# block 1

**Block 1: I/O nets highlighted**

Bar = 50 µm.
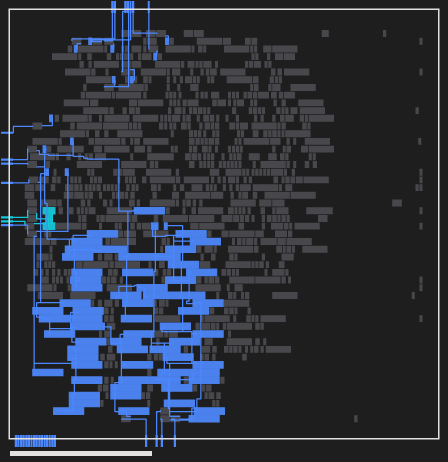

$ cat src/rtl/msg_uart_tx_if.sv
// Bus-side port bundle for msg_uart_tx: chip-select, write strobe, word offset, data.
interface msg_uart_tx_if;
    logic        sel;
    logic        we;
    logic [1:0]  addr;
    logic [31:0] wdata;
    logic [31:0] rdata;

    modport master (output sel, output we, output addr, output wdata, input rdata);
    modport slave  (input sel, input we, input addr, input wdata, output rdata);
endinterface

$ cat src/rtl/msg_uart_tx.sv
// Memory-mapped 8N1 UART transmitter with a byte FIFO, status and baud-divisor registers.
module msg_uart_tx #(
    parameter int unsigned DEPTH        = 8,
    parameter int unsigned CLKS_PER_BIT = 16
) (
    input  logic         clk,
    input  logic         rst,
    msg_uart_tx_if.slave bus,
    output logic         tx,
    output logic         busy
);
    localparam int unsigned AW = $clog2(DEPTH);
    localparam int unsigned CW = AW + 1;

    typedef enum logic [1:0] {IDLE, START, DATA, STOP} state_t;

    state_t        state, state_nx;
    logic [7:0]    mem [DEPTH];
    logic [AW-1:0] wr_ptr, rd_ptr;
    logic [CW-1:0] count;
    logic          full, empty, wr, push, pop;
    logic [15:0]   div, div_eff, frame_div, cyc;
    logic [7:0]    shift;
    logic [2:0]    bit_idx;
    logic          bit_end, ovf, tx_d, tx_active;
    logic [6:0]    count_ext;
    logic [3:0]    count_sat;
    logic          unused_wdata;

    assign wr        = bus.sel & bus.we;
    assign empty     = (count == '0);
    assign full      = (count == CW'(DEPTH));
    assign push      = wr && (bus.addr == 2'd0) && (!full || pop);
    assign div_eff   = (div == 16'd0) ? 16'd1 : div;
    assign bit_end   = (cyc == frame_div - 16'd1);
    assign tx_active = (state != IDLE);
    assign busy      = tx_active | !empty;
    assign count_ext = 7'(count);
    assign count_sat = (count_ext > 7'd15) ? 4'hF : count_ext[3:0];
    assign unused_wdata = ^bus.wdata[31:16];

    // Register read mux, zero when not selected
    always_comb begin
        bus.rdata = '0;
        if (bus.sel) begin
            case (bus.addr)
                2'd1:    bus.rdata = {24'b0, count_sat, ovf, tx_active, empty, full};
                2'd2:    bus.rdata = {16'b0, div};
                default: bus.rdata = '0;
            endcase
        end
    end

    // FIFO storage, written on accepted pushes
    always_ff @(posedge clk) begin
        if (push) mem[wr_ptr] <= bus.wdata[7:0];
    end

    // FIFO pointers and occupancy
    always_ff @(posedge clk or negedge rst) begin
        if (!rst) begin
            wr_ptr <= '0;
            rd_ptr <= '0;
            count  <= '0;
        end else begin
            if (push) wr_ptr <= wr_ptr + AW'(1);
            if (pop)  rd_ptr <= rd_ptr + AW'(1);
            case ({push, pop})
                2'b10:   count <= count + CW'(1);
                2'b01:   count <= count - CW'(1);
                default: count <= count;
            endcase
        end
    end

    // Baud divisor register and sticky overflow flag
    always_ff @(posedge clk or negedge rst) begin
        if (!rst) begin
            div <= 16'(CLKS_PER_BIT);
            ovf <= 1'b0;
        end else begin
            if (wr && bus.addr == 2'd2) div <= bus.wdata[15:0];
            if (wr && bus.addr == 2'd0 && full && !pop) ovf <= 1'b1;
            else if (wr && bus.addr == 2'd1 && bus.wdata[3]) ovf <= 1'b0;
        end
    end

    // FSM state register
    always_ff @(posedge clk or negedge rst) begin
        if (!rst) state <= IDLE;
        else      state <= state_nx;
    end

    // Next state, pop request and next line level (tx is registered from tx_d)
    always_comb begin
        state_nx = state;
        pop      = 1'b0;
        tx_d     = 1'b1;
        case (state)
            IDLE: begin
                if (!empty) begin
                    pop      = 1'b1;
                    state_nx = START;
                    tx_d     = 1'b0;
                end
            end
            START: begin
                tx_d = 1'b0;
                if (bit_end) begin
                    state_nx = DATA;
                    tx_d     = shift[0];
                end
            end
            DATA: begin
                tx_d = shift[0];
                if (bit_end) begin
                    if (bit_idx == 3'd7) begin
                        state_nx = STOP;
                        tx_d     = 1'b1;
                    end else begin
                        tx_d = shift[1];
                    end
                end
            end
            STOP: begin
                if (bit_end) begin
                    if (!empty) begin
                        pop      = 1'b1;
                        state_nx = START;
                        tx_d     = 1'b0;
                    end else begin
                        state_nx = IDLE;
                    end
                end
            end
            default: state_nx = IDLE;
        endcase
    end

    // Frame datapath: shift register, per-bit cycle counter, bit index, latched divisor
    always_ff @(posedge clk or negedge rst) begin
        if (!rst) begin
            shift     <= '0;
            cyc       <= '0;
            bit_idx   <= '0;
            frame_div <= 16'(CLKS_PER_BIT);
        end else if (pop) begin
            shift     <= mem[rd_ptr];
            frame_div <= div_eff;
            cyc       <= '0;
            bit_idx   <= '0;
        end else if (state != IDLE) begin
            if (bit_end) begin
                cyc <= '0;
                if (state == START) bit_idx <= '0;
                if (state == DATA) begin
                    shift   <= {1'b0, shift[7:1]};
                    bit_idx <= bit_idx + 3'd1;
                end
            end else begin
                cyc <= cyc + 16'd1;
            end
        end
    end

    // Registered serial line, idles high
    always_ff @(posedge clk or negedge rst) begin
        if (!rst) tx <= 1'b1;
        else      tx <= tx_d;
    end
endmodule
$ cat src/flat_wrapper.sv
// flat-port wrapper written by rule: the top's interface ports become plain ports
module msg_uart_tx_flat 
#(
    parameter int unsigned DEPTH        = 8,
    parameter int unsigned CLKS_PER_BIT = 16
)
  (clk, rst, tx, busy, bus_sel, bus_we, bus_addr, bus_wdata, bus_rdata);
  msg_uart_tx_if bus_i ();
  input  logic clk;
  input  logic rst;
  output logic tx;
  output logic busy;
  input wire logic [$bits(bus_i.sel)-1:0] bus_sel;
  input wire logic [$bits(bus_i.we)-1:0] bus_we;
  input wire logic [$bits(bus_i.addr)-1:0] bus_addr;
  input wire logic [$bits(bus_i.wdata)-1:0] bus_wdata;
  output wire logic [$bits(bus_i.rdata)-1:0] bus_rdata;
  assign bus_i.sel = bus_sel;
  assign bus_i.we = bus_we;
  assign bus_i.addr = bus_addr;
  assign bus_i.wdata = bus_wdata;
  assign bus_rdata = bus_i.rdata;
  msg_uart_tx #(.DEPTH(DEPTH), .CLKS_PER_BIT(CLKS_PER_BIT)) u_core (.clk(clk), .rst(rst), .bus(bus_i), .tx(tx), .busy(busy));
endmodule
$ cat config.mk
export PLATFORM = sky130hd
export DESIGN_NAME = msg_uart_tx_flat
export DESIGN_NICKNAME = d
export VERILOG_FILES = /design/src/rtl/msg_uart_tx_if.sv /design/src/rtl/msg_uart_tx.sv /design/src/flat_wrapper.sv
export SDC_FILE = /design/constraint.sdc
export NUM_CORES = 1
export LEC_CHECK = 0
export ABC_AREA = 1
export CORE_MARGIN = 5
export CORE_UTILIZATION = 35
export DETAILED_ROUTE_END_ITERATION = 16
export PLACE_DENSITY = 0.65
export SETUP_SLACK_MARGIN = 0.5
export SLEW_MARGIN = 0
export SYNTH_ARGS = -nofsm -noshare
export SYNTH_HDL_FRONTEND = slang
export SYNTH_SLANG_ARGS = --single-unit
$ cat constraint.sdc
create_clock -name clk -period 9.1 [get_ports clk]
set_clock_uncertainty 0.15 [all_clocks]
set_input_delay 1.82 -clock clk [delete_from_list [all_inputs] [get_ports clk]]
set_output_delay 1.82 -clock clk [all_outputs]
set_load 0.05 [all_outputs]
# block 2

## src/rtl/pwm_pkg.sv

```systemverilog
//==============================================================================
// Module      : pwm_pkg
// Description : Shared definitions for the multi-channel PWM block: default
//               parameter values, the per-cycle button action encoding and a
//               clog2 helper that never returns less than one bit.
// Config      : PWM_DEBOUNCE_EN (consumed by pwm_button, not by this package)
// Revision    : 1.0 - initial release
//==============================================================================
`default_nettype none

package pwm_pkg;

  localparam int c_def_channels        = 4;
  localparam int c_def_cnt_width       = 8;
  localparam int c_def_duty_step       = 16;
  localparam int c_def_debounce_cycles = 50000;

  // Duty adjustment requested in a given cycle; opposing presses cancel.
  typedef enum logic [1:0] {
    NONE = 2'd0,
    INC  = 2'd1,
    DEC  = 2'd2
  } btn_action_e;

  // Bits needed to index 'value' entries; at least 1 so ports never vanish.
  function automatic int clog2(input int value);
    int width;
    width = 1;
    while ((1 << width) < value) width = width + 1;
    return width;
  endfunction

endpackage

`default_nettype wire

```

## src/rtl/pwm_button.sv

```systemverilog
//==============================================================================
// Module      : pwm_button
// Description : Active-low push-button front end. Two-flop synchroniser
//               followed by either a plain falling-edge detector or, when
//               PWM_DEBOUNCE_EN is defined, a stable-level debounce filter.
//               Emits a one-cycle press pulse per press.
// Ports       : clk    - system clock, rising edge
//               rst    - asynchronous active-high reset
//               button - raw asynchronous button, active low
//               press  - one-cycle pulse per recognised press
// Config      : PWM_DEBOUNCE_EN - enables the DEBOUNCE_CYCLES filter
// Revision    : 1.0 - initial release
//==============================================================================
`default_nettype none

module pwm_button
  import pwm_pkg::*;
#(
  parameter int DEBOUNCE_CYCLES = c_def_debounce_cycles
) (
  input  logic clk,
  input  logic rst,
  input  logic button,
  output logic press
);

  logic r_sync1;
  logic r_sync2;

  // Synchroniser resets to the released (high) level.
  always_ff @(posedge clk or posedge rst) begin
    if (rst) begin
      r_sync1 <= 1'b1;
      r_sync2 <= 1'b1;
    end else begin
      r_sync1 <= button;
      r_sync2 <= r_sync1;
    end
  end

`ifdef PWM_DEBOUNCE_EN
  localparam int                c_db_w    = clog2(DEBOUNCE_CYCLES);
  localparam logic [c_db_w-1:0] c_db_last = c_db_w'(DEBOUNCE_CYCLES - 1);

  logic [c_db_w-1:0] r_db_cnt;
  logic              r_db_level;
  logic              r_press;

  // The accepted level starts as "pressed" so a button held through reset
  // must first be seen released for the full filter time before it can fire.
  always_ff @(posedge clk or posedge rst) begin
    if (rst) begin
      r_db_cnt   <= '0;
      r_db_level <= 1'b0;
      r_press    <= 1'b0;
    end else begin
      r_press <= 1'b0;
      if (r_sync2 == r_db_level) begin
        r_db_cnt <= '0;
      end else if (r_db_cnt == c_db_last) begin
        r_db_cnt   <= '0;
        r_db_level <= r_sync2;
        r_press    <= ~r_sync2;
      end else begin
        r_db_cnt <= r_db_cnt + 1'b1;
      end
    end
  end

  assign press = r_press;
`else
  logic [1:0] r_live;
  logic       r_prev;

  // r_live marks when r_sync2 carries a real sample rather than its reset
  // value. Until then r_prev is forced low, so a button already held low at
  // reset release never looks like a fresh high-to-low transition.
  always_ff @(posedge clk or posedge rst) begin
    if (rst) begin
      r_live <= 2'b00;
      r_prev <= 1'b0;
    end else begin
      r_live <= {r_live[0], 1'b1};
      r_prev <= r_live[1] ? r_sync2 : 1'b0;
    end
  end

  assign press = r_live[1] & r_prev & ~r_sync2;

  // DEBOUNCE_CYCLES has no effect in this build; nothing is generated from it.
  if (DEBOUNCE_CYCLES < 1) begin : g_no_debounce
  end
`endif

endmodule

`default_nettype wire

```

## src/rtl/pwm_multi.sv

```systemverilog
//==============================================================================
// Module      : pwm_multi
// Description : CHANNELS independent PWM outputs sharing one free-running
//               counter (period MAX = 2^CNT_WIDTH-1 cycles). Three buttons
//               raise/lower the selected channel's duty in DUTY_STEP units
//               (saturating) and advance the selected channel. New duties take
//               effect only at the start of a period.
// Ports       : clk        - system clock, rising edge
//               rst        - asynchronous active-high reset
//               button_inc - active-low, raise selected duty
//               button_dec - active-low, lower selected duty
//               button_sel - active-low, advance selected channel
//               pwm_out    - registered PWM waveform per channel
//               sel_ch     - currently selected channel index
// Config      : PWM_DEBOUNCE_EN - debounce buttons for DEBOUNCE_CYCLES cycles
// Revision    : 1.0 - initial release
//==============================================================================
`default_nettype none

module pwm_multi
  import pwm_pkg::*;
#(
  parameter int CHANNELS        = c_def_channels,
  parameter int CNT_WIDTH       = c_def_cnt_width,
  parameter int DUTY_STEP       = c_def_duty_step,
  parameter int DEBOUNCE_CYCLES = c_def_debounce_cycles
) (
  input  logic                         clk,
  input  logic                         rst,
  input  logic                         button_inc,
  input  logic                         button_dec,
  input  logic                         button_sel,
  output logic [CHANNELS-1:0]          pwm_out,
  output logic [clog2(CHANNELS)-1:0]   sel_ch
);

  localparam int                   c_sel_w    = clog2(CHANNELS);
  localparam logic [c_sel_w-1:0]   c_sel_last = c_sel_w'(CHANNELS - 1);
  localparam logic [CNT_WIDTH-1:0] c_max      = CNT_WIDTH'((1 << CNT_WIDTH) - 1);
  localparam logic [CNT_WIDTH-1:0] c_last     = CNT_WIDTH'((1 << CNT_WIDTH) - 2);
  // One extra bit so the increment can be compared against MAX before it wraps.
  localparam logic [CNT_WIDTH:0]   c_step     = (CNT_WIDTH + 1)'(DUTY_STEP);

  logic               w_press_inc;
  logic               w_press_dec;
  logic               w_press_sel;
  btn_action_e        w_action;
  logic               w_wrap;
  logic [CNT_WIDTH-1:0] r_cnt;
  logic [c_sel_w-1:0] r_sel;

  pwm_button #(.DEBOUNCE_CYCLES(DEBOUNCE_CYCLES)) u_btn_inc (
    .clk    (clk),
    .rst    (rst),
    .button (button_inc),
    .press  (w_press_inc)
  );

  pwm_button #(.DEBOUNCE_CYCLES(DEBOUNCE_CYCLES)) u_btn_dec (
    .clk    (clk),
    .rst    (rst),
    .button (button_dec),
    .press  (w_press_dec)
  );

  pwm_button #(.DEBOUNCE_CYCLES(DEBOUNCE_CYCLES)) u_btn_sel (
    .clk    (clk),
    .rst    (rst),
    .button (button_sel),
    .press  (w_press_sel)
  );

  always_comb begin
    w_action = NONE;
    if (w_press_inc && !w_press_dec) begin
      w_action = INC;
    end else if (w_press_dec && !w_press_inc) begin
      w_action = DEC;
    end
  end

  // Counter runs 0..MAX-1; w_wrap is true in the last cycle of each period.
  assign w_wrap = (r_cnt == c_last);

  always_ff @(posedge clk or posedge rst) begin
    if (rst) begin
      r_cnt <= '0;
    end else if (w_wrap) begin
      r_cnt <= '0;
    end else begin
      r_cnt <= r_cnt + 1'b1;
    end
  end

  // Duty updates below use the pre-advance r_sel, so a sel press coinciding
  // with inc/dec acts on the old channel before moving on.
  always_ff @(posedge clk or posedge rst) begin
    if (rst) begin
      r_sel <= '0;
    end else if (w_press_sel) begin
      r_sel <= (r_sel == c_sel_last) ? '0 : r_sel + 1'b1;
    end
  end

  assign sel_ch = r_sel;

  for (genvar i = 0; i < CHANNELS; i++) begin : g_ch
    logic [CNT_WIDTH:0]   w_sum;
    logic [CNT_WIDTH-1:0] w_pend_nxt;
    logic [CNT_WIDTH-1:0] r_pend;
    logic [CNT_WIDTH-1:0] r_act;
    logic                 r_pwm;

    always_comb begin
      w_sum      = {1'b0, r_pend} + c_step;
      w_pend_nxt = r_pend;
      if (r_sel == c_sel_w'(i)) begin
        case (w_action)
          INC:     w_pend_nxt = (w_sum > {1'b0, c_max}) ? c_max : w_sum[CNT_WIDTH-1:0];
          DEC:     w_pend_nxt = ({1'b0, r_pend} < c_step) ? '0
                                : r_pend - c_step[CNT_WIDTH-1:0];
          default: w_pend_nxt = r_pend;
        endcase
      end
    end

    // r_act only changes as the counter returns to 0, so every period is
    // produced entirely with one duty value.
    always_ff @(posedge clk or posedge rst) begin
      if (rst) begin
        r_pend <= '0;
        r_act  <= '0;
        r_pwm  <= 1'b0;
      end else begin
        r_pend <= w_pend_nxt;
        if (w_wrap) begin
          r_act <= r_pend;
        end
        r_pwm <= (r_cnt < r_act);
      end
    end

    assign pwm_out[i] = r_pwm;
  end

endmodule

`default_nettype wire

```

## config.mk

```make
export PLATFORM = sky130hd
export DESIGN_NAME = pwm_multi
export DESIGN_NICKNAME = d
export VERILOG_FILES = /design/src/rtl/pwm_pkg.sv /design/src/rtl/pwm_button.sv /design/src/rtl/pwm_multi.sv
export SDC_FILE = /design/constraint.sdc
export NUM_CORES = 1
export LEC_CHECK = 0
export ABC_AREA = 1
export CAP_MARGIN = 20
export CORE_UTILIZATION = 33
export DETAILED_ROUTE_END_ITERATION = 10
export PLACE_DENSITY = 0.49
export SLEW_MARGIN = 20
export SYNTH_ARGS = -nofsm -noshare
export SYNTH_HDL_FRONTEND = slang
export SYNTH_SLANG_ARGS = --single-unit
export TNS_END_PERCENT = 5
```

## constraint.sdc

```tcl
create_clock -name clk -period 2.82 [get_ports clk]
set_input_delay 0.846 -clock clk [delete_from_list [all_inputs] [get_ports clk]]
set_output_delay 0.846 -clock clk [all_outputs]
set_load 0.02 [all_outputs]
```

# block 3

**src/rtl/heaa_pkg.sv**
```systemverilog
// Shared types and helpers for the HEAA error-statistics monitor.
// Holds default widths, FSM states and the ED magnitude helper.
package heaa_pkg;

  localparam int HEAA_WIDTH = 32;
  localparam int HEAA_INACC = 11;

  typedef enum logic [1:0] {
    IDLE = 2'd0,
    RUN  = 2'd1,
    DONE = 2'd2
  } state_t;

  function automatic logic [HEAA_WIDTH:0] abs_diff(
    input logic [HEAA_WIDTH:0] x,
    input logic [HEAA_WIDTH:0] y
  );
    return (x >= y) ? x - y : y - x;
  endfunction

endpackage

```
**src/rtl/heaa_ref_model.sv**
```systemverilog
// Combinational HEAA approximate adder used as an internal sum source.
// Low INACC bits are approximated; the upper slice is added exactly.
module heaa_ref_model
  import heaa_pkg::*;
#(
  parameter int WIDTH = HEAA_WIDTH,
  parameter int INACC = HEAA_INACC
) (
  input  logic [WIDTH-1:0] a,
  input  logic [WIDTH-1:0] b,
  output logic [WIDTH:0]   sum_apx
);

  logic cin;

  assign cin = a[INACC-1] & b[INACC-1];

  assign sum_apx[INACC-2:0] =
    a[INACC-2:0] | b[INACC-2:0];
  assign sum_apx[INACC-1] =
    a[INACC-1] ^ b[INACC-1];

  if (INACC < WIDTH) begin : g_upper
    assign sum_apx[WIDTH:INACC] =
      {1'b0, a[WIDTH-1:INACC]}
      + {1'b0, b[WIDTH-1:INACC]}
      + (WIDTH-INACC+1)'(cin);
  end else begin : g_carry_only
    assign sum_apx[WIDTH] = cin;
  end

endmodule

```
**src/rtl/heaa_err_monitor.sv**
```systemverilog
// Two-stage ED measurement sink with windowed error statistics.
// Define HEAA_REF_MODEL_EN to derive sum_apx internally from a and b.
module heaa_err_monitor
  import heaa_pkg::*;
#(
  parameter int WIDTH = HEAA_WIDTH,
  parameter int INACC = HEAA_INACC,
  parameter int CNT_W = 32,
  parameter int ACC_W = 48
) (
  input  logic             clk,
  input  logic             rst,
  input  logic             start,
  input  logic             clear,
  input  logic [CNT_W-1:0] window_len,
  input  logic             in_valid,
  output logic             in_ready,
  input  logic [WIDTH-1:0] a,
  input  logic [WIDTH-1:0] b,
  input  logic [WIDTH:0]   sum_apx,
  output logic             ed_valid,
  output logic [WIDTH:0]   ed_out,
  output logic             done,
  output logic [CNT_W-1:0] sample_cnt,
  output logic [CNT_W-1:0] err_cnt,
  output logic [WIDTH:0]   max_ed,
  output logic [ACC_W-1:0] sum_ed
);

  if (INACC < 2 || INACC > WIDTH) begin : g_bad_inacc
    $error("heaa_err_monitor: INACC out of range");
  end

  state_t           state;
  state_t           nstate;
  logic [CNT_W-1:0] win_len;
  logic [CNT_W-1:0] win_nxt;
  logic [CNT_W-1:0] acc_cnt;
  logic [CNT_W-1:0] acc_nxt;
  logic             go;
  logic             accept;
  logic             last;
  logic             ready_nxt;
  logic [WIDTH:0]   apx;
  logic [WIDTH:0]   exact;
  logic [WIDTH:0]   ed_nxt;
  logic [ACC_W:0]   acc_sum;
  logic [ACC_W-1:0] sum_nxt;

`ifdef HEAA_REF_MODEL_EN
  heaa_ref_model #(
    .WIDTH (WIDTH),
    .INACC (INACC)
  ) u_ref (
    .a       (a),
    .b       (b),
    .sum_apx (apx)
  );
`else
  assign apx = sum_apx;
`endif

  assign exact = {1'b0, a} + {1'b0, b};

  if (WIDTH == HEAA_WIDTH) begin : g_pkg_diff
    assign ed_nxt = abs_diff(exact, apx);
  end else begin : g_local_diff
    assign ed_nxt = (exact >= apx) ? exact - apx
                                   : apx - exact;
  end

  // A window only opens outside RUN and never with a zero length
  assign go = start && !clear
           && (window_len != '0)
           && (state != RUN);
  assign accept = in_valid && in_ready;
  assign last = ed_valid
             && (sample_cnt + CNT_W'(1) == win_len);

  assign win_nxt = go ? window_len : win_len;
  assign acc_nxt = go ? '0
                      : acc_cnt + CNT_W'(accept);
  assign ready_nxt = (nstate == RUN)
                  && (acc_nxt < win_nxt);

  assign acc_sum = {1'b0, sum_ed}
                 + (ACC_W+1)'(ed_out);
  assign sum_nxt = acc_sum[ACC_W] ? '1
                                  : acc_sum[ACC_W-1:0];

  always_ff @(posedge clk or posedge rst) begin
    if (rst) state <= IDLE;
    else     state <= nstate;
  end

  always_comb begin
    nstate = state;
    if (clear) begin
      nstate = IDLE;
    end else begin
      unique case (state)
        IDLE:    if (go)   nstate = RUN;
        RUN:     if (last) nstate = DONE;
        DONE:    if (go)   nstate = RUN;
        default:           nstate = IDLE;
      endcase
    end
  end

  always_comb begin
    done = (state == DONE);
  end

  always_ff @(posedge clk or posedge rst) begin
    if (rst) begin
      win_len    <= '0;
      acc_cnt    <= '0;
      in_ready   <= 1'b0;
      ed_valid   <= 1'b0;
      ed_out     <= '0;
      sample_cnt <= '0;
      err_cnt    <= '0;
      max_ed     <= '0;
      sum_ed     <= '0;
    end else if (clear) begin
      acc_cnt    <= '0;
      in_ready   <= 1'b0;
      ed_valid   <= 1'b0;
      sample_cnt <= '0;
      err_cnt    <= '0;
      max_ed     <= '0;
      sum_ed     <= '0;
    end else begin
      win_len  <= win_nxt;
      acc_cnt  <= acc_nxt;
      in_ready <= ready_nxt;
      ed_valid <= accept;
      if (accept) ed_out <= ed_nxt;
      if (go) begin
        sample_cnt <= '0;
        err_cnt    <= '0;
        max_ed     <= '0;
        sum_ed     <= '0;
      end else if (ed_valid) begin
        sample_cnt <= sample_cnt + CNT_W'(1);
        err_cnt    <= err_cnt
                    + CNT_W'(ed_out != '0);
        if (ed_out > max_ed) max_ed <= ed_out;
        sum_ed     <= sum_nxt;
      end
    end
  end

endmodule

```
**config.mk**
```make
export PLATFORM = sky130hd
export DESIGN_NAME = heaa_err_monitor
export DESIGN_NICKNAME = d
export VERILOG_FILES = /design/src/rtl/heaa_pkg.sv /design/src/rtl/heaa_ref_model.sv /design/src/rtl/heaa_err_monitor.sv
export SDC_FILE = /design/constraint.sdc
export NUM_CORES = 1
export LEC_CHECK = 0
export ABC_AREA = 0
export CAP_MARGIN = 20
export CORE_AREA = 3 3 204 206
export CTS_CLUSTER_SIZE = 10
export DETAILED_ROUTE_END_ITERATION = 10
export DIE_AREA = 0 0 207 209
export PLACE_DENSITY = 0.8
export SKIP_LAST_GASP = 1
export SLEW_MARGIN = 15
export SYNTH_ARGS = -nofsm -noshare
export SYNTH_HDL_FRONTEND = slang
export SYNTH_HIERARCHICAL = 1
export SYNTH_SLANG_ARGS = --single-unit
export TNS_END_PERCENT = 100
```
**constraint.sdc**
```tcl
create_clock -name clk -period 8.4 [get_ports clk]
set_input_delay 1.26 -clock clk [delete_from_list [all_inputs] [get_ports clk]]
set_output_delay 1.26 -clock clk [all_outputs]
set_load 0.01 [all_outputs]
```
# block 4

File: src/rtl/lif_pkg.sv
// Shared types and default constants for the LIF sweep scheduler.
// Holds the scheduler FSM state enum and the default datapath parameters.
package lif_pkg;

    typedef enum logic [1:0] {
        S_IDLE,
        S_UPDATE,
        S_WAIT_SPIKE
    } sched_state_t;

    localparam int DEF_WIDTH      = 8;
    localparam int DEF_THRESHOLD  = 200;
    localparam int DEF_LEAK_SHIFT = 1;

endpackage

File: src/rtl/lif_leak_update.sv
// Combinational leak-integrate-threshold step for one neuron.
// Ports: state/cur in (WIDTH), nxt out (saturated update), fire out.
module lif_leak_update
    import lif_pkg::*;
#(
    parameter int WIDTH      = DEF_WIDTH,
    parameter int THRESHOLD  = DEF_THRESHOLD,
    parameter int LEAK_SHIFT = DEF_LEAK_SHIFT
) (
    input  logic [WIDTH-1:0] state,
    input  logic [WIDTH-1:0] cur,
    output logic [WIDTH-1:0] nxt,
    output logic             fire
);

    // Threshold held one bit wider so the compare never truncates it.
    localparam logic [WIDTH:0] THR = (WIDTH+1)'(THRESHOLD);

    logic [WIDTH-1:0] leak;
    logic [WIDTH:0]   sum;

    always_comb begin
        leak = state >> LEAK_SHIFT;
        // leak <= state, so the subtraction cannot underflow.
        sum  = {1'b0, state} - {1'b0, leak} + {1'b0, cur};
        nxt  = sum[WIDTH] ? {WIDTH{1'b1}} : sum[WIDTH-1:0];
        fire = ({1'b0, nxt} >= THR);
    end

endmodule

File: src/rtl/lif_sweep_scheduler.sv
// Time-multiplexed LIF neuron array: one update per cycle per tick sweep,
// spike IDs out over valid/ready. Ports: clk, rst (async high), tick,
// cur_wr_en/addr/data, state_rd_addr/data, busy, spike_valid/ready/id,
// overrun_cnt (only when LIF_SCHED_OVERRUN_EN is defined).
module lif_sweep_scheduler
    import lif_pkg::*;
#(
    parameter int N_NEURONS  = 4,
    parameter int WIDTH      = DEF_WIDTH,
    parameter int THRESHOLD  = DEF_THRESHOLD,
    parameter int LEAK_SHIFT = DEF_LEAK_SHIFT,
    localparam int AW        = $clog2(N_NEURONS)
) (
    input  logic             clk,
    input  logic             rst,
    input  logic             tick,
    input  logic             cur_wr_en,
    input  logic [AW-1:0]    cur_wr_addr,
    input  logic [WIDTH-1:0] cur_wr_data,
    input  logic [AW-1:0]    state_rd_addr,
    output logic [WIDTH-1:0] state_rd_data,
    output logic             busy,
    output logic             spike_valid,
    input  logic             spike_ready,
    output logic [AW-1:0]    spike_id
`ifdef LIF_SCHED_OVERRUN_EN
    ,
    output logic [7:0]       overrun_cnt
`endif
);

    localparam logic [AW-1:0] LAST = AW'(N_NEURONS - 1);

    logic [WIDTH-1:0] cur_mem   [N_NEURONS];
    logic [WIDTH-1:0] state_mem [N_NEURONS];

    sched_state_t     fsm;
    logic [AW-1:0]    idx;
    logic [AW-1:0]    pend_id;

    logic [WIDTH-1:0] upd_nxt;
    logic             upd_fire;
    logic             slot_free;

    assign state_rd_data = state_mem[state_rd_addr];
    assign slot_free     = !spike_valid || spike_ready;

    lif_leak_update #(
        .WIDTH      (WIDTH),
        .THRESHOLD  (THRESHOLD),
        .LEAK_SHIFT (LEAK_SHIFT)
    ) u_upd (
        .state (state_mem[idx]),
        .cur   (cur_mem[idx]),
        .nxt   (upd_nxt),
        .fire  (upd_fire)
    );

    // Host current loader; a write landing on the neuron being updated
    // only becomes visible after this cycle's registered read.
    always_ff @(posedge clk or posedge rst) begin
        if (rst) begin
            for (int i = 0; i < N_NEURONS; i++)
                cur_mem[i] <= '0;
        end else if (cur_wr_en) begin
            cur_mem[cur_wr_addr] <= cur_wr_data;
        end
    end

    always_ff @(posedge clk or posedge rst) begin
        if (rst) begin
            fsm         <= S_IDLE;
            idx         <= '0;
            pend_id     <= '0;
            busy        <= 1'b0;
            spike_valid <= 1'b0;
            spike_id    <= '0;
            for (int i = 0; i < N_NEURONS; i++)
                state_mem[i] <= '0;
        end else begin
            // Accepted event leaves the slot; a new load below overrides.
            if (spike_valid && spike_ready)
                spike_valid <= 1'b0;

            case (fsm)
                S_IDLE: begin
                    if (tick) begin
                        idx  <= '0;
                        fsm  <= S_UPDATE;
                        busy <= 1'b1;
                    end
                end

                S_UPDATE: begin
                    state_mem[idx] <= upd_fire ? '0 : upd_nxt;
                    if (upd_fire && !slot_free) begin
                        // Hold idx; resume once the slot drains.
                        pend_id <= idx;
                        fsm     <= S_WAIT_SPIKE;
                    end else begin
                        if (upd_fire) begin
                            spike_id    <= idx;
                            spike_valid <= 1'b1;
                        end
                        idx <= idx + 1'b1;
                        if (idx == LAST) begin
                            fsm  <= S_IDLE;
                            busy <= 1'b0;
                        end
                    end
                end

                S_WAIT_SPIKE: begin
                    if (spike_ready) begin
                        spike_id    <= pend_id;
                        spike_valid <= 1'b1;
                        idx         <= idx + 1'b1;
                        if (idx == LAST) begin
                            fsm  <= S_IDLE;
                            busy <= 1'b0;
                        end else begin
                            fsm  <= S_UPDATE;
                        end
                    end
                end

                default: begin
                    fsm  <= S_IDLE;
                    busy <= 1'b0;
                end
            endcase
        end
    end

`ifdef LIF_SCHED_OVERRUN_EN
    // Counts ticks dropped because a sweep was still running.
    always_ff @(posedge clk or posedge rst) begin
        if (rst)
            overrun_cnt <= '0;
        else if (tick && busy && overrun_cnt != 8'hff)
            overrun_cnt <= overrun_cnt + 1'b1;
    end
`endif

endmodule

File: config.mk
export PLATFORM = sky130hd
export DESIGN_NAME = lif_sweep_scheduler
export DESIGN_NICKNAME = d
export VERILOG_FILES = /design/src/rtl/lif_pkg.sv /design/src/rtl/lif_leak_update.sv /design/src/rtl/lif_sweep_scheduler.sv
export SDC_FILE = /design/constraint.sdc
export NUM_CORES = 1
export LEC_CHECK = 0
export ABC_AREA = 1
export ABC_CLOCK_PERIOD_IN_PS = 9900
export CORE_MARGIN = 2
export CORE_UTILIZATION = 45
export DETAILED_ROUTE_END_ITERATION = 10
export GPL_TIMING_DRIVEN = 0
export HOLD_SLACK_MARGIN = 0.15
export PLACE_DENSITY = 0.76
export SYNTH_ARGS = -nofsm -noshare
export SYNTH_HDL_FRONTEND = slang
export SYNTH_SLANG_ARGS = --single-unit
File: constraint.sdc
create_clock -name clk -period 9.9 [get_ports clk]
set_input_delay 1.98 -clock clk [delete_from_list [all_inputs] [get_ports clk]]
set_output_delay 1.98 -clock clk [all_outputs]
set_load 0.005 [all_outputs]
**Block 4: close-up of the layout**

Bar = 10 µm. Region (13, 13) to (38, 38) µm. Cells in gray, sequential cells in the stronger gray; small squares are vias.
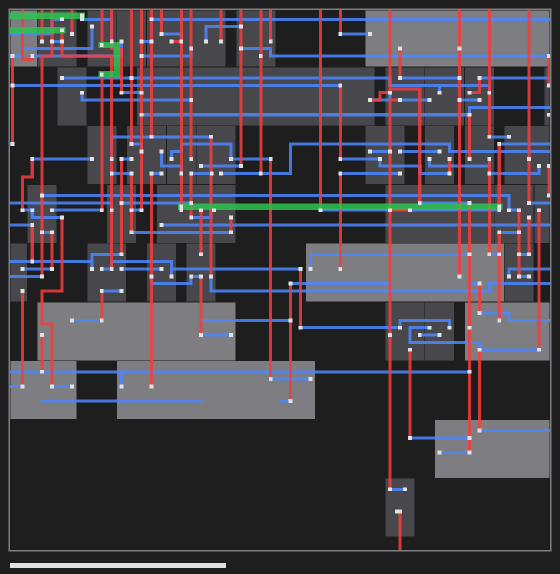
- red: metal 2
- green: metal 3
- blue: metal 1
- cells with their middle in the window: 36
- sequential cells in the window: 5
- netlist names of flops here include: cur_mem (5)
- most frequent: nand2_1 (13), o21ai_0 (7), dfrtp_1 (5)

==> summary.txt, block 4 <==
run metrics: cell area after technology mapping=roughly 4300 µm², Synthesis Warnings=0, sum of overflow across all layers after global routing=0, routed wire length on met3=770 µm, TritonCTS clock tree=yes, register share after synthesis=a little over two fifths, DR iter-0 viols=285, number of warnings the tools reported=32, maximum net fanout on the critical path=10, non-clock buffer total of the final layout=approximately 49, Yosys Chip Area=about 4300 µm², number of resized instances in the post-cts repair step=0, largest combinational cell category by area=simple AND/OR/NAND/NOR gates, share of the core filled by cells before placement=between 40 and 50%, number of cells on the worst reg-to-reg path=20, CTS H-Tree Depth=3, fraction of layout instances using a drive strength above 1=~4.5%, run status=complete, no violations, Slew HR=between 50% and 60%, Num Clock Sinks=roughly 74, hold crit path type=flop to flop, endpoint of the worst hold path=spike_id[0], arrival time worst endpoint=between 4 and 5 ns, pin count of the biggest net entering global routing=75, clock buffer count=10, fraction of synthesized cell area taken by the top area cell type=~43%, M3 GR Usage=3.66%, crit-path leading delay family=buffers and inverters, RR Startpoint=idx[0], post-route setup slack=between 3 and 4 ns, met2 GRT Util=between 30% and 40%, global-route met1 utilization=30.0%, Die W=slightly above 100 µm, maximum number of buffers from clock root to sink=2, cell with the largest stage delay on the worst path=sky130_fd_sc_hd__clkdlybuf4s50_1, Non-clock buffers, area share=under 10%, All-Layer GR Usage=a little under a quarter, ranking of synthesized cells by instance count=sky130_fd_sc_hd__nand2_1, sky130_fd_sc_hd__dfrtp_1, sky130_fd_sc_hd__inv_1, Final Hold Vio Count=0, final wirelength=roughly 11 mm
==> block 4: cell usage in the layout (no fill, tap or decap), types with 7 or more instances in the layout <==
cell type,instances
sky130_fd_sc_hd__o22ai_1,9
sky130_fd_sc_hd__dfrtp_1,74
sky130_fd_sc_hd__fa_1,7
sky130_fd_sc_hd__ha_1,18
sky130_fd_sc_hd__o21ai_1,32
sky130_fd_sc_hd__inv_1,60
sky130_fd_sc_hd__nand2_1,170
sky130_fd_sc_hd__clkdlybuf4s50_1,28
sky130_fd_sc_hd__o21ai_0,60
sky130_fd_sc_hd__nor2_1,32
sky130_fd_sc_hd__a21oi_1,20
sky130_fd_sc_hd__clkbuf_1,21
sky130_fd_sc_hd__clkbuf_8,9
sky130_fd_sc_hd__a32oi_1,7
sky130_fd_sc_hd__a32o_1,8
sky130_fd_sc_hd__nand3_1,13
==> block 4: stage by stage <==
step,instance area (µm²),hold slack (ns),instances
2_1_floorplan,4280,0.448,554
3_3_place_gp,4720,0.459,711
3_5_place_dp,4750,0.467,712
4_1_cts,4930,0.487,726
5_1_grt,4930,0.505,726
6_report,4930,0.483,726
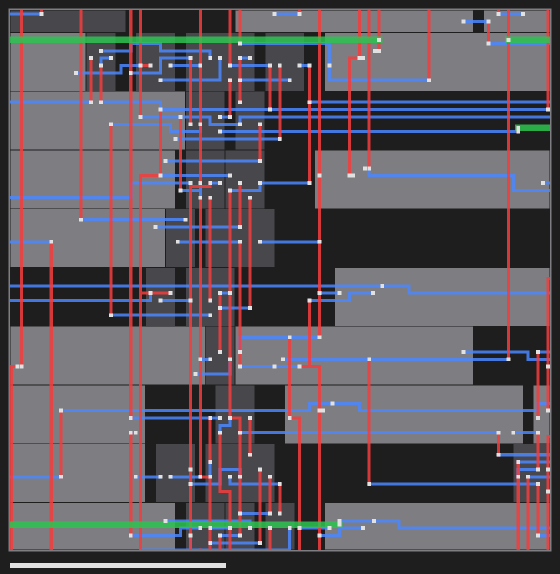
**Above:** block 1 (close-up of the layout).
Bar = 10 µm. Region (25, 25) to (50, 50) µm. Cells in gray, sequential cells in the stronger gray; small squares are vias.
- green: metal 3
- red: metal 2
- blue: metal 1
- netlist names of flops here include: u_core.mem (13)
- cells with their middle in the window: 33
- sequential cells in the window: 13
- most frequent: edfxtp_1 (13), o21ai_0 (9), nor2_1 (6)

Notes on 'I/O nets highlighted' of block 1 above:
- blue: bus_wdata (bits 32; direction input; edge 20 bottom, 7 top, 5 left; end cells 80; wire 1,110 µm)
- cyan: bus_addr (bits 2; direction input; edge left; end cells 4; wire 35.0 µm)
count of input and output buffers: 39
io pins: 72

==> summary.txt, block 1 <==
run metrics: Synthesis Warnings=0, slew of the pin with the lowest slew margin=approximately 1.2 ns, maximum net fanout on the critical path=10, final number of setup-violating endpoints=0, worst path cell trace=clkdlybuf4s50_1 -> inv_1 -> ha_1 -> nand2_1 -> nor2_1 -> clkdlybuf4s50_1, final design area excluding fillers=between 8000 and 9000 µm², Simple-Gate Area Share=~22%, Max Slew Vio Count=0, fraction of layout instances using a drive strength above 1=6.88%, setup repair after global routing missed its margin=false, detailed-route wire length per cell=about 14 µm, Cell area leaders=sky130_fd_sc_hd__edfxtp_1, sky130_fd_sc_hd__dfrtp_1, sky130_fd_sc_hd__nand2_1, hold crit path type=flop to flop, final wirelength=15.2 mm, M3 GR Usage=approximately 3.3%, run status=complete, no violations, Commonest flop=sky130_fd_sc_hd__dfrtp_1, post-synthesis sequential element count=137, die area=between 20,000 and 25,000 µm², die span in y=between 150 and 200 µm, Worst Setup Slack post-DPL=approximately 3.1 ns, cell chosen for the clock root=sky130_fd_sc_hd__clkbuf_16, XOR/XNOR Fraction of Synth Area=roughly 1.8%, most common logic cell in the routed design=sky130_fd_sc_hd__nand2_1, Worst Setup End Kind=primary output, Final Critical Period=~6.0 ns, highest routed metal layer=met4, hold_buf cts=0, Maximum Capacitance Violations=0, share of the core filled with cells=roughly two fifths, mux contribution to synthesized area=0%
## block 1: worst paths after layout
path / from / to / depth (start not counted)
min: u_core.frame_div[15] / u_core.frame_div[15] / 2
max: bus_addr[0] / bus_rdata[11] / 6
max in group asynchronous: rst / u_core.frame_div[0] / 1
min in group asynchronous: rst / u_core.cyc[14] / 1
max reg2reg: u_core.frame_div[0] / u_core.mem[0][2] / 17
min reg2reg: u_core.frame_div[15] / u_core.frame_div[15] / 2
## block 1: registers in the layout (all words and copies together), names as in the netlist
name / flops
u_core.div: 16
u_core.state: 2
u_core.shift: 8
u_core.cyc: 16
u_core.mem: 64
u_core.wr_ptr: 3
u_core.tx: 1
u_core.bit_idx: 3
u_core.rd_ptr: 3
u_core.count: 4
u_core.frame_div: 16
u_core.ovf: 1
## block 1: final cells by class
| class | count | area [µm²] | share of cell area [%] |
|---|---|---|---|
| sequential | 137 | 3750 | 46.3 |
| tap | 265 | 332 | 4.09 |
| timing repair buffer | 40 | 395 | 4.88 |
| clock buffer | 17 | 425 | 5.25 |
| inverter | 88 | 330 | 4.07 |
| multi-input combinational | 546 | 2730 | 33.6 |
| clock inverter | 15 | 149 | 1.84 |
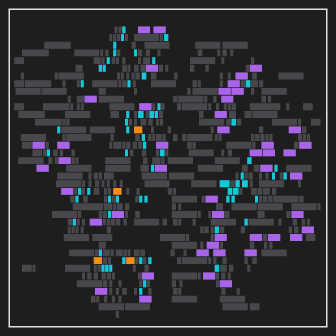
**Above:** block 2 (gate families picked out).
- orange: XOR/XNOR gates (cells 4; most used xnor2_1)
- purple: adder and majority cells (cells 47; most used ha_1)
- cyan: NOR gates (cells 63; most used nor2_1)
Final Non-Filler Cells: 661
fraction of area in multi-input gates: 43.2%
most common logic cell in the routed design: sky130_fd_sc_hd__nand2_1

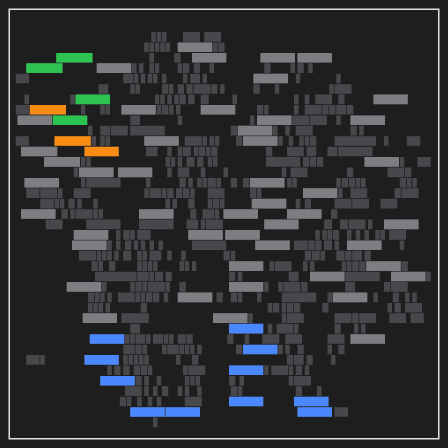
**Above:** block 2 (sequential cells colored by instance or generate block).
Other sequential cells in the stronger gray, the rest of the logic in the fainter gray.
- orange: u_btn_inc (flops 3)
- blue: g_ch[1] (flops 11)
- green: u_btn_dec (flops 4; where top left)
share of the core filled with cells: 39.1%
die area: 12,500 µm²

==> summary.txt, block 2 <==
run metrics: via count of the first global-routing pass=2,920, hold crit path type=flop to flop, floorplan net count=~550, Fmax=453 MHz, share of the core filled by cells before placement=roughly a third, number of unique standard cell types used by synthesis=33, count of input and output buffers=10, total number of sequential cells=between 60 and 70, Max Slew Vio Count=0, Final HPWL DP=approximately 5.7 mm, Nets=around 570, maximum net fanout on the critical path=5, FF+latch area=about 1600 µm², sum of overflow across all layers after global routing=0, commonest cells after routing, fill and taps aside=sky130_fd_sc_hd__nand2_1, sky130_fd_sc_hd__inv_1, sky130_fd_sc_hd__dfrtp_1, final wirelength=roughly 7.6 mm, Worst Setup Start Kind=flop, Setup Crit Path Kind=flop to primary output, non-clock buffer total of the final layout=14, arrival time worst endpoint=between 1 and 1.5 ns, run status=complete, no violations, cell with the largest stage delay on the worst path=sky130_fd_sc_hd__clkdlybuf4s50_1, detailed-route wire length per cell=approximately 12 µm, pin count of the biggest net entering global routing=35, maximum number of buffers from clock root to sink=2, Core ar.=~12,000 µm², clock buffer count=9, First-pass DRT Iterations=4, most popular library cell in the synthesized design by count=sky130_fd_sc_hd__nand2_1, TritonCTS clock tree=yes, Die W=between 100 and 150 µm, count of unresolved DRC violations after routing=0, DR iter-0 viols=around 120, register share after synthesis=between 40% and 50%, final design area excluding fillers=4520 µm², Yosys Instances=around 500, worst path cell trace=clkdlybuf4s50_1, Worst Setup End Kind=primary output, standard-cell row count=39
==> block 2: logic make-up (layout without fill, tap and decap cells) <==
logic type	Yosys count	after routing	synth area share [%]
simple gates	210	210	21.9
buf+inv	90	108	9.76
compound gates	83	83	11.4
flops	65	65	41.1
fa+ha+maj	47	47	14.8
xor+xnor	4	4	0.882
other cells	1	1	0.0944
==> block 2: routing by layer <==
metal	wire (µm)	GRT usage [%]
met1	3910	17.8
met2	3410	21.1
met3	177	3.10
met4	119	5.68
met5	0	0
==> block 2: state kept, by name, summed over array words and instances (netlist names), 2 cells and up <==
| name | cells |
|---|---|
| g_ch.r_act | 20 |
| g_ch.r_pend | 20 |
| g_ch.r_pwm | 4 |
| r_cnt | 8 |
| sel_ch | 2 |
==> block 2: through the flow <==
step | util, %
after detailed placement | 36.3
after CTS | 39.1
after floorplan | -
after global placement | 36.3
final | 39.1
after global routing | 39.1
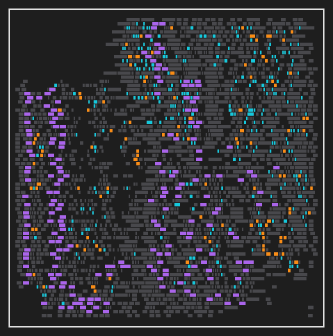
**Above:** block 3 (gate families picked out).
- cyan: NOR gates (cells 287; most used nor2_1; where widely spread)
- purple: adder and majority cells (cells 203; most used ha_1)
- orange: AND and OR gates (cells 107; most used and3_1; where widely spread)
fraction of area in multi-input gates: 52.6%
most common logic cell in the routed design: sky130_fd_sc_hd__clkdlybuf4s50_1
Final Non-Filler Cells: 3,165

==> summary.txt, block 3 <==
run metrics: run status=complete, no violations, cell with the largest stage delay on the worst path=sky130_fd_sc_hd__nand2_1, final number of setup-violating endpoints=0, number of warnings the tools reported=approximately 58, delay of the slowest cell on the worst path=0.49 ns, worst path cell trace=clkdlybuf4s50_1 -> ha_1 -> a21oi_1 -> o21ai_0 -> o31a_1 -> a211o_1 -> and4_1 -> or3_1 -> a21oi_1 -> o21bai_1 -> a21oi_1 -> xnor2_1 -> ha_1 -> a21oi_1 -> o21ai_0 -> a21oi_1 -> o21a_1 -> nand2_1 -> and3_1 -> o311ai_0 -> a211o_1 -> nand3_1, slew of the pin with the lowest slew margin=0.999 ns, total setup buffers inserted after CTS=0, final design area excluding fillers=between 20,000 and 25,000 µm², flop2flop setup slack=around 4.3 ns, crit path buf inv count=1, Final Critical Period=between 6 and 7 ns, most frequent cell on the critical path=sky130_fd_sc_hd__a21oi_1, post-route setup slack=between 1 and 1.5 ns, ranking of synthesized cells by instance count=sky130_fd_sc_hd__dfrtp_1, sky130_fd_sc_hd__ha_1, sky130_fd_sc_hd__nor2_1, TritonCTS clock tree=yes, Worst Setup Slack post-DPL=between 0.9 and 1 ns, Post-Place Cell Area=about 23,000 µm², post-synthesis sequential element count=246, hold crit path type=flop to flop, Worst Setup Start Kind=primary input, global-route met1 utilization=a little under two fifths, Commonest flop=sky130_fd_sc_hd__dfrtp_1, maximum number of buffers from clock root to sink=3, number of instances in the placed design=around 3,100, instance count of the mapped netlist=between 2,000 and 2,500, die area=~43,000 µm², combined area of the multi-input logic cells=around 13,000 µm², Slew HR=a little under a third
block 3: area by class of cell:
cell class	instances	area share, %
clock inverter	3	0.0723
clock buffer	32	3.08
tap	525	2.71
inverter	169	2.65
sequential	246	25.4
timing repair buffer	329	13.5
multi-input combinational	1861	52.6
block 3: metal layers:
layer	vias up	wire length [µm]
li1	8999	-
met1	9068	27200
met2	785	28200
met3	117	4220
met4	0	2370
met5	-	0
block 3: worst paths after layout:
kind / end / start
setup / recovery: ed_out[8] / a[9]
hold / removal: sum_ed[35] / sum_ed[35]
setup reg to reg: sum_ed[47] / ed_out[1]
hold reg to reg: sum_ed[35] / sum_ed[35]
max in group asynchronous: ed_valid / rst
min in group asynchronous: sum_ed[44] / rst
block 3: sequential cells by signal (all words and copies together), names as in the netlist:
name	cells
ed_valid	1
acc_cnt	32
sum_ed	48
state	2
in_ready	1
ed_out	33
err_cnt	32
sample_cnt	32
max_ed	33
win_len	32
block 3: cells by family after synthesis:
family,Yosys count,synth area share [%]
flops,246,31.0
compound gates,625,20.0
mux,59,3.04
buf+inv,267,5.14
fa+ha+maj,203,12.9
simple gates,765,18.8
xor+xnor,209,9.21


==> layout pictures side by side <==
Sequential cells grouped by signal name.
image #1
Bar = 20 µm. Other sequential cells in the stronger gray, the rest of the logic in the fainter gray.
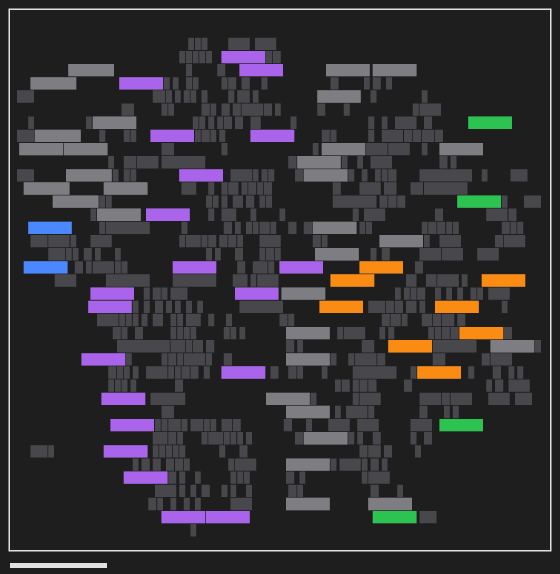
image #2
Bar = 50 µm. Other sequential cells in the stronger gray, the rest of the logic in the fainter gray.
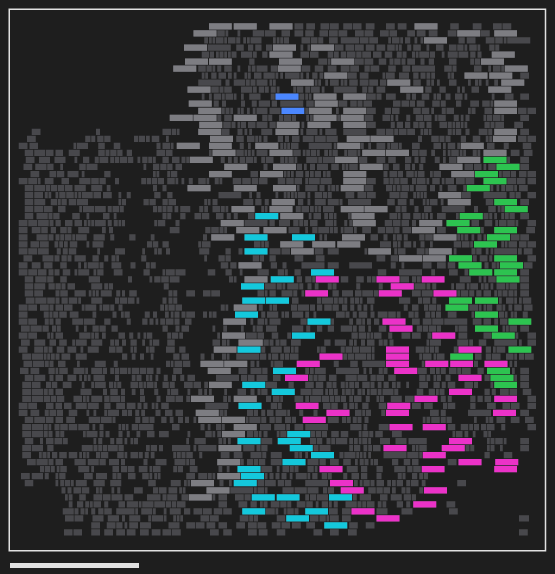
image #3
Bar = 50 µm. Other sequential cells in the stronger gray, the rest of the logic in the fainter gray.
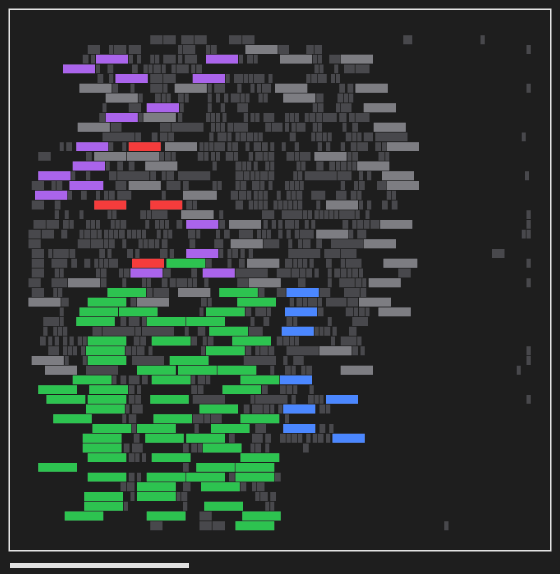
image #4
Bar = 20 µm. Other sequential cells in the stronger gray, the rest of the logic in the fainter gray.
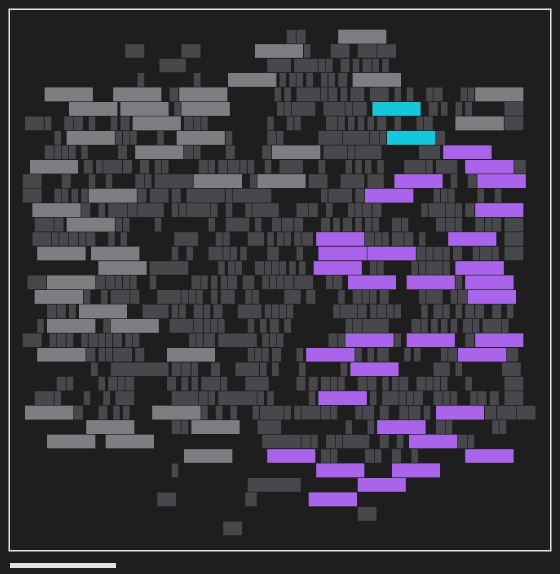
Image #2 comes from block 3.
Image #3 comes from block 1.
Image #1 comes from block 2.
Image #4 comes from block 4.
Of these, smallest die: image #4
Of these, most sequential cells: image #2

Key to image #3:
- purple: u_core.div (flops 16)
- red: u_core.count (flops 4)
- green: u_core.mem (flops 64)
- blue: u_core.shift (flops 8)
- not colored: 45


==> gallery <==
Routing congestion.
panel A
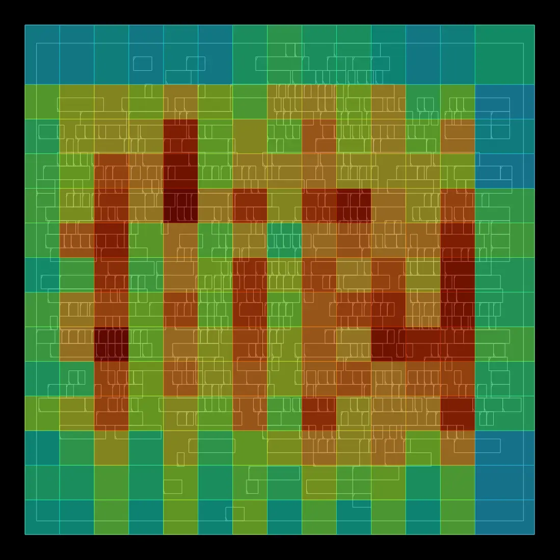
panel B
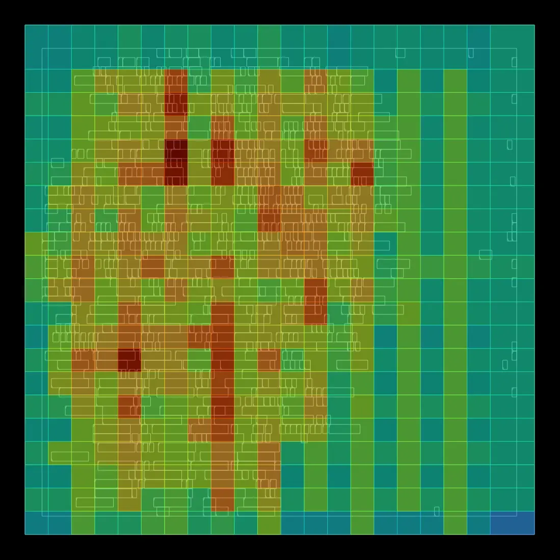
panel C
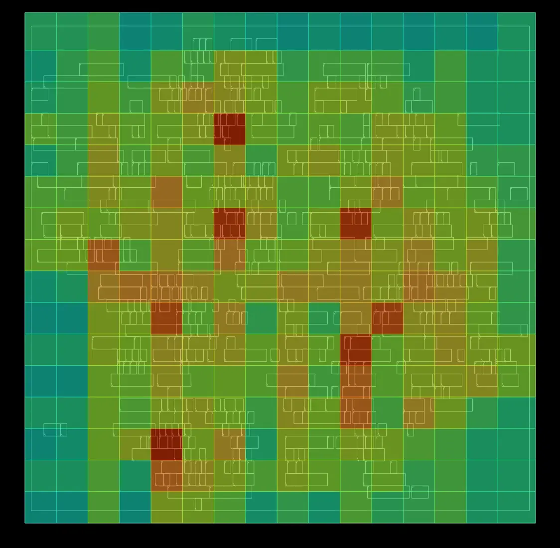
panel D
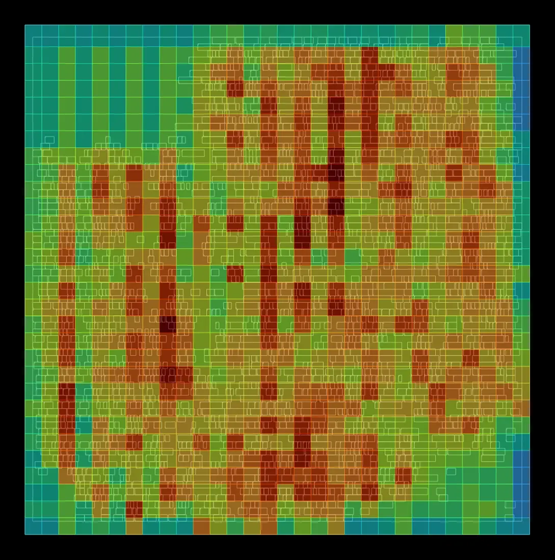
Of these, most wire per cell: panel D
Of these, least wire per cell: panel C
| from | picture |
|---|---|
| block 3 | panel D |
| block 2 | panel C |
| block 1 | panel B |
| block 4 | panel A |

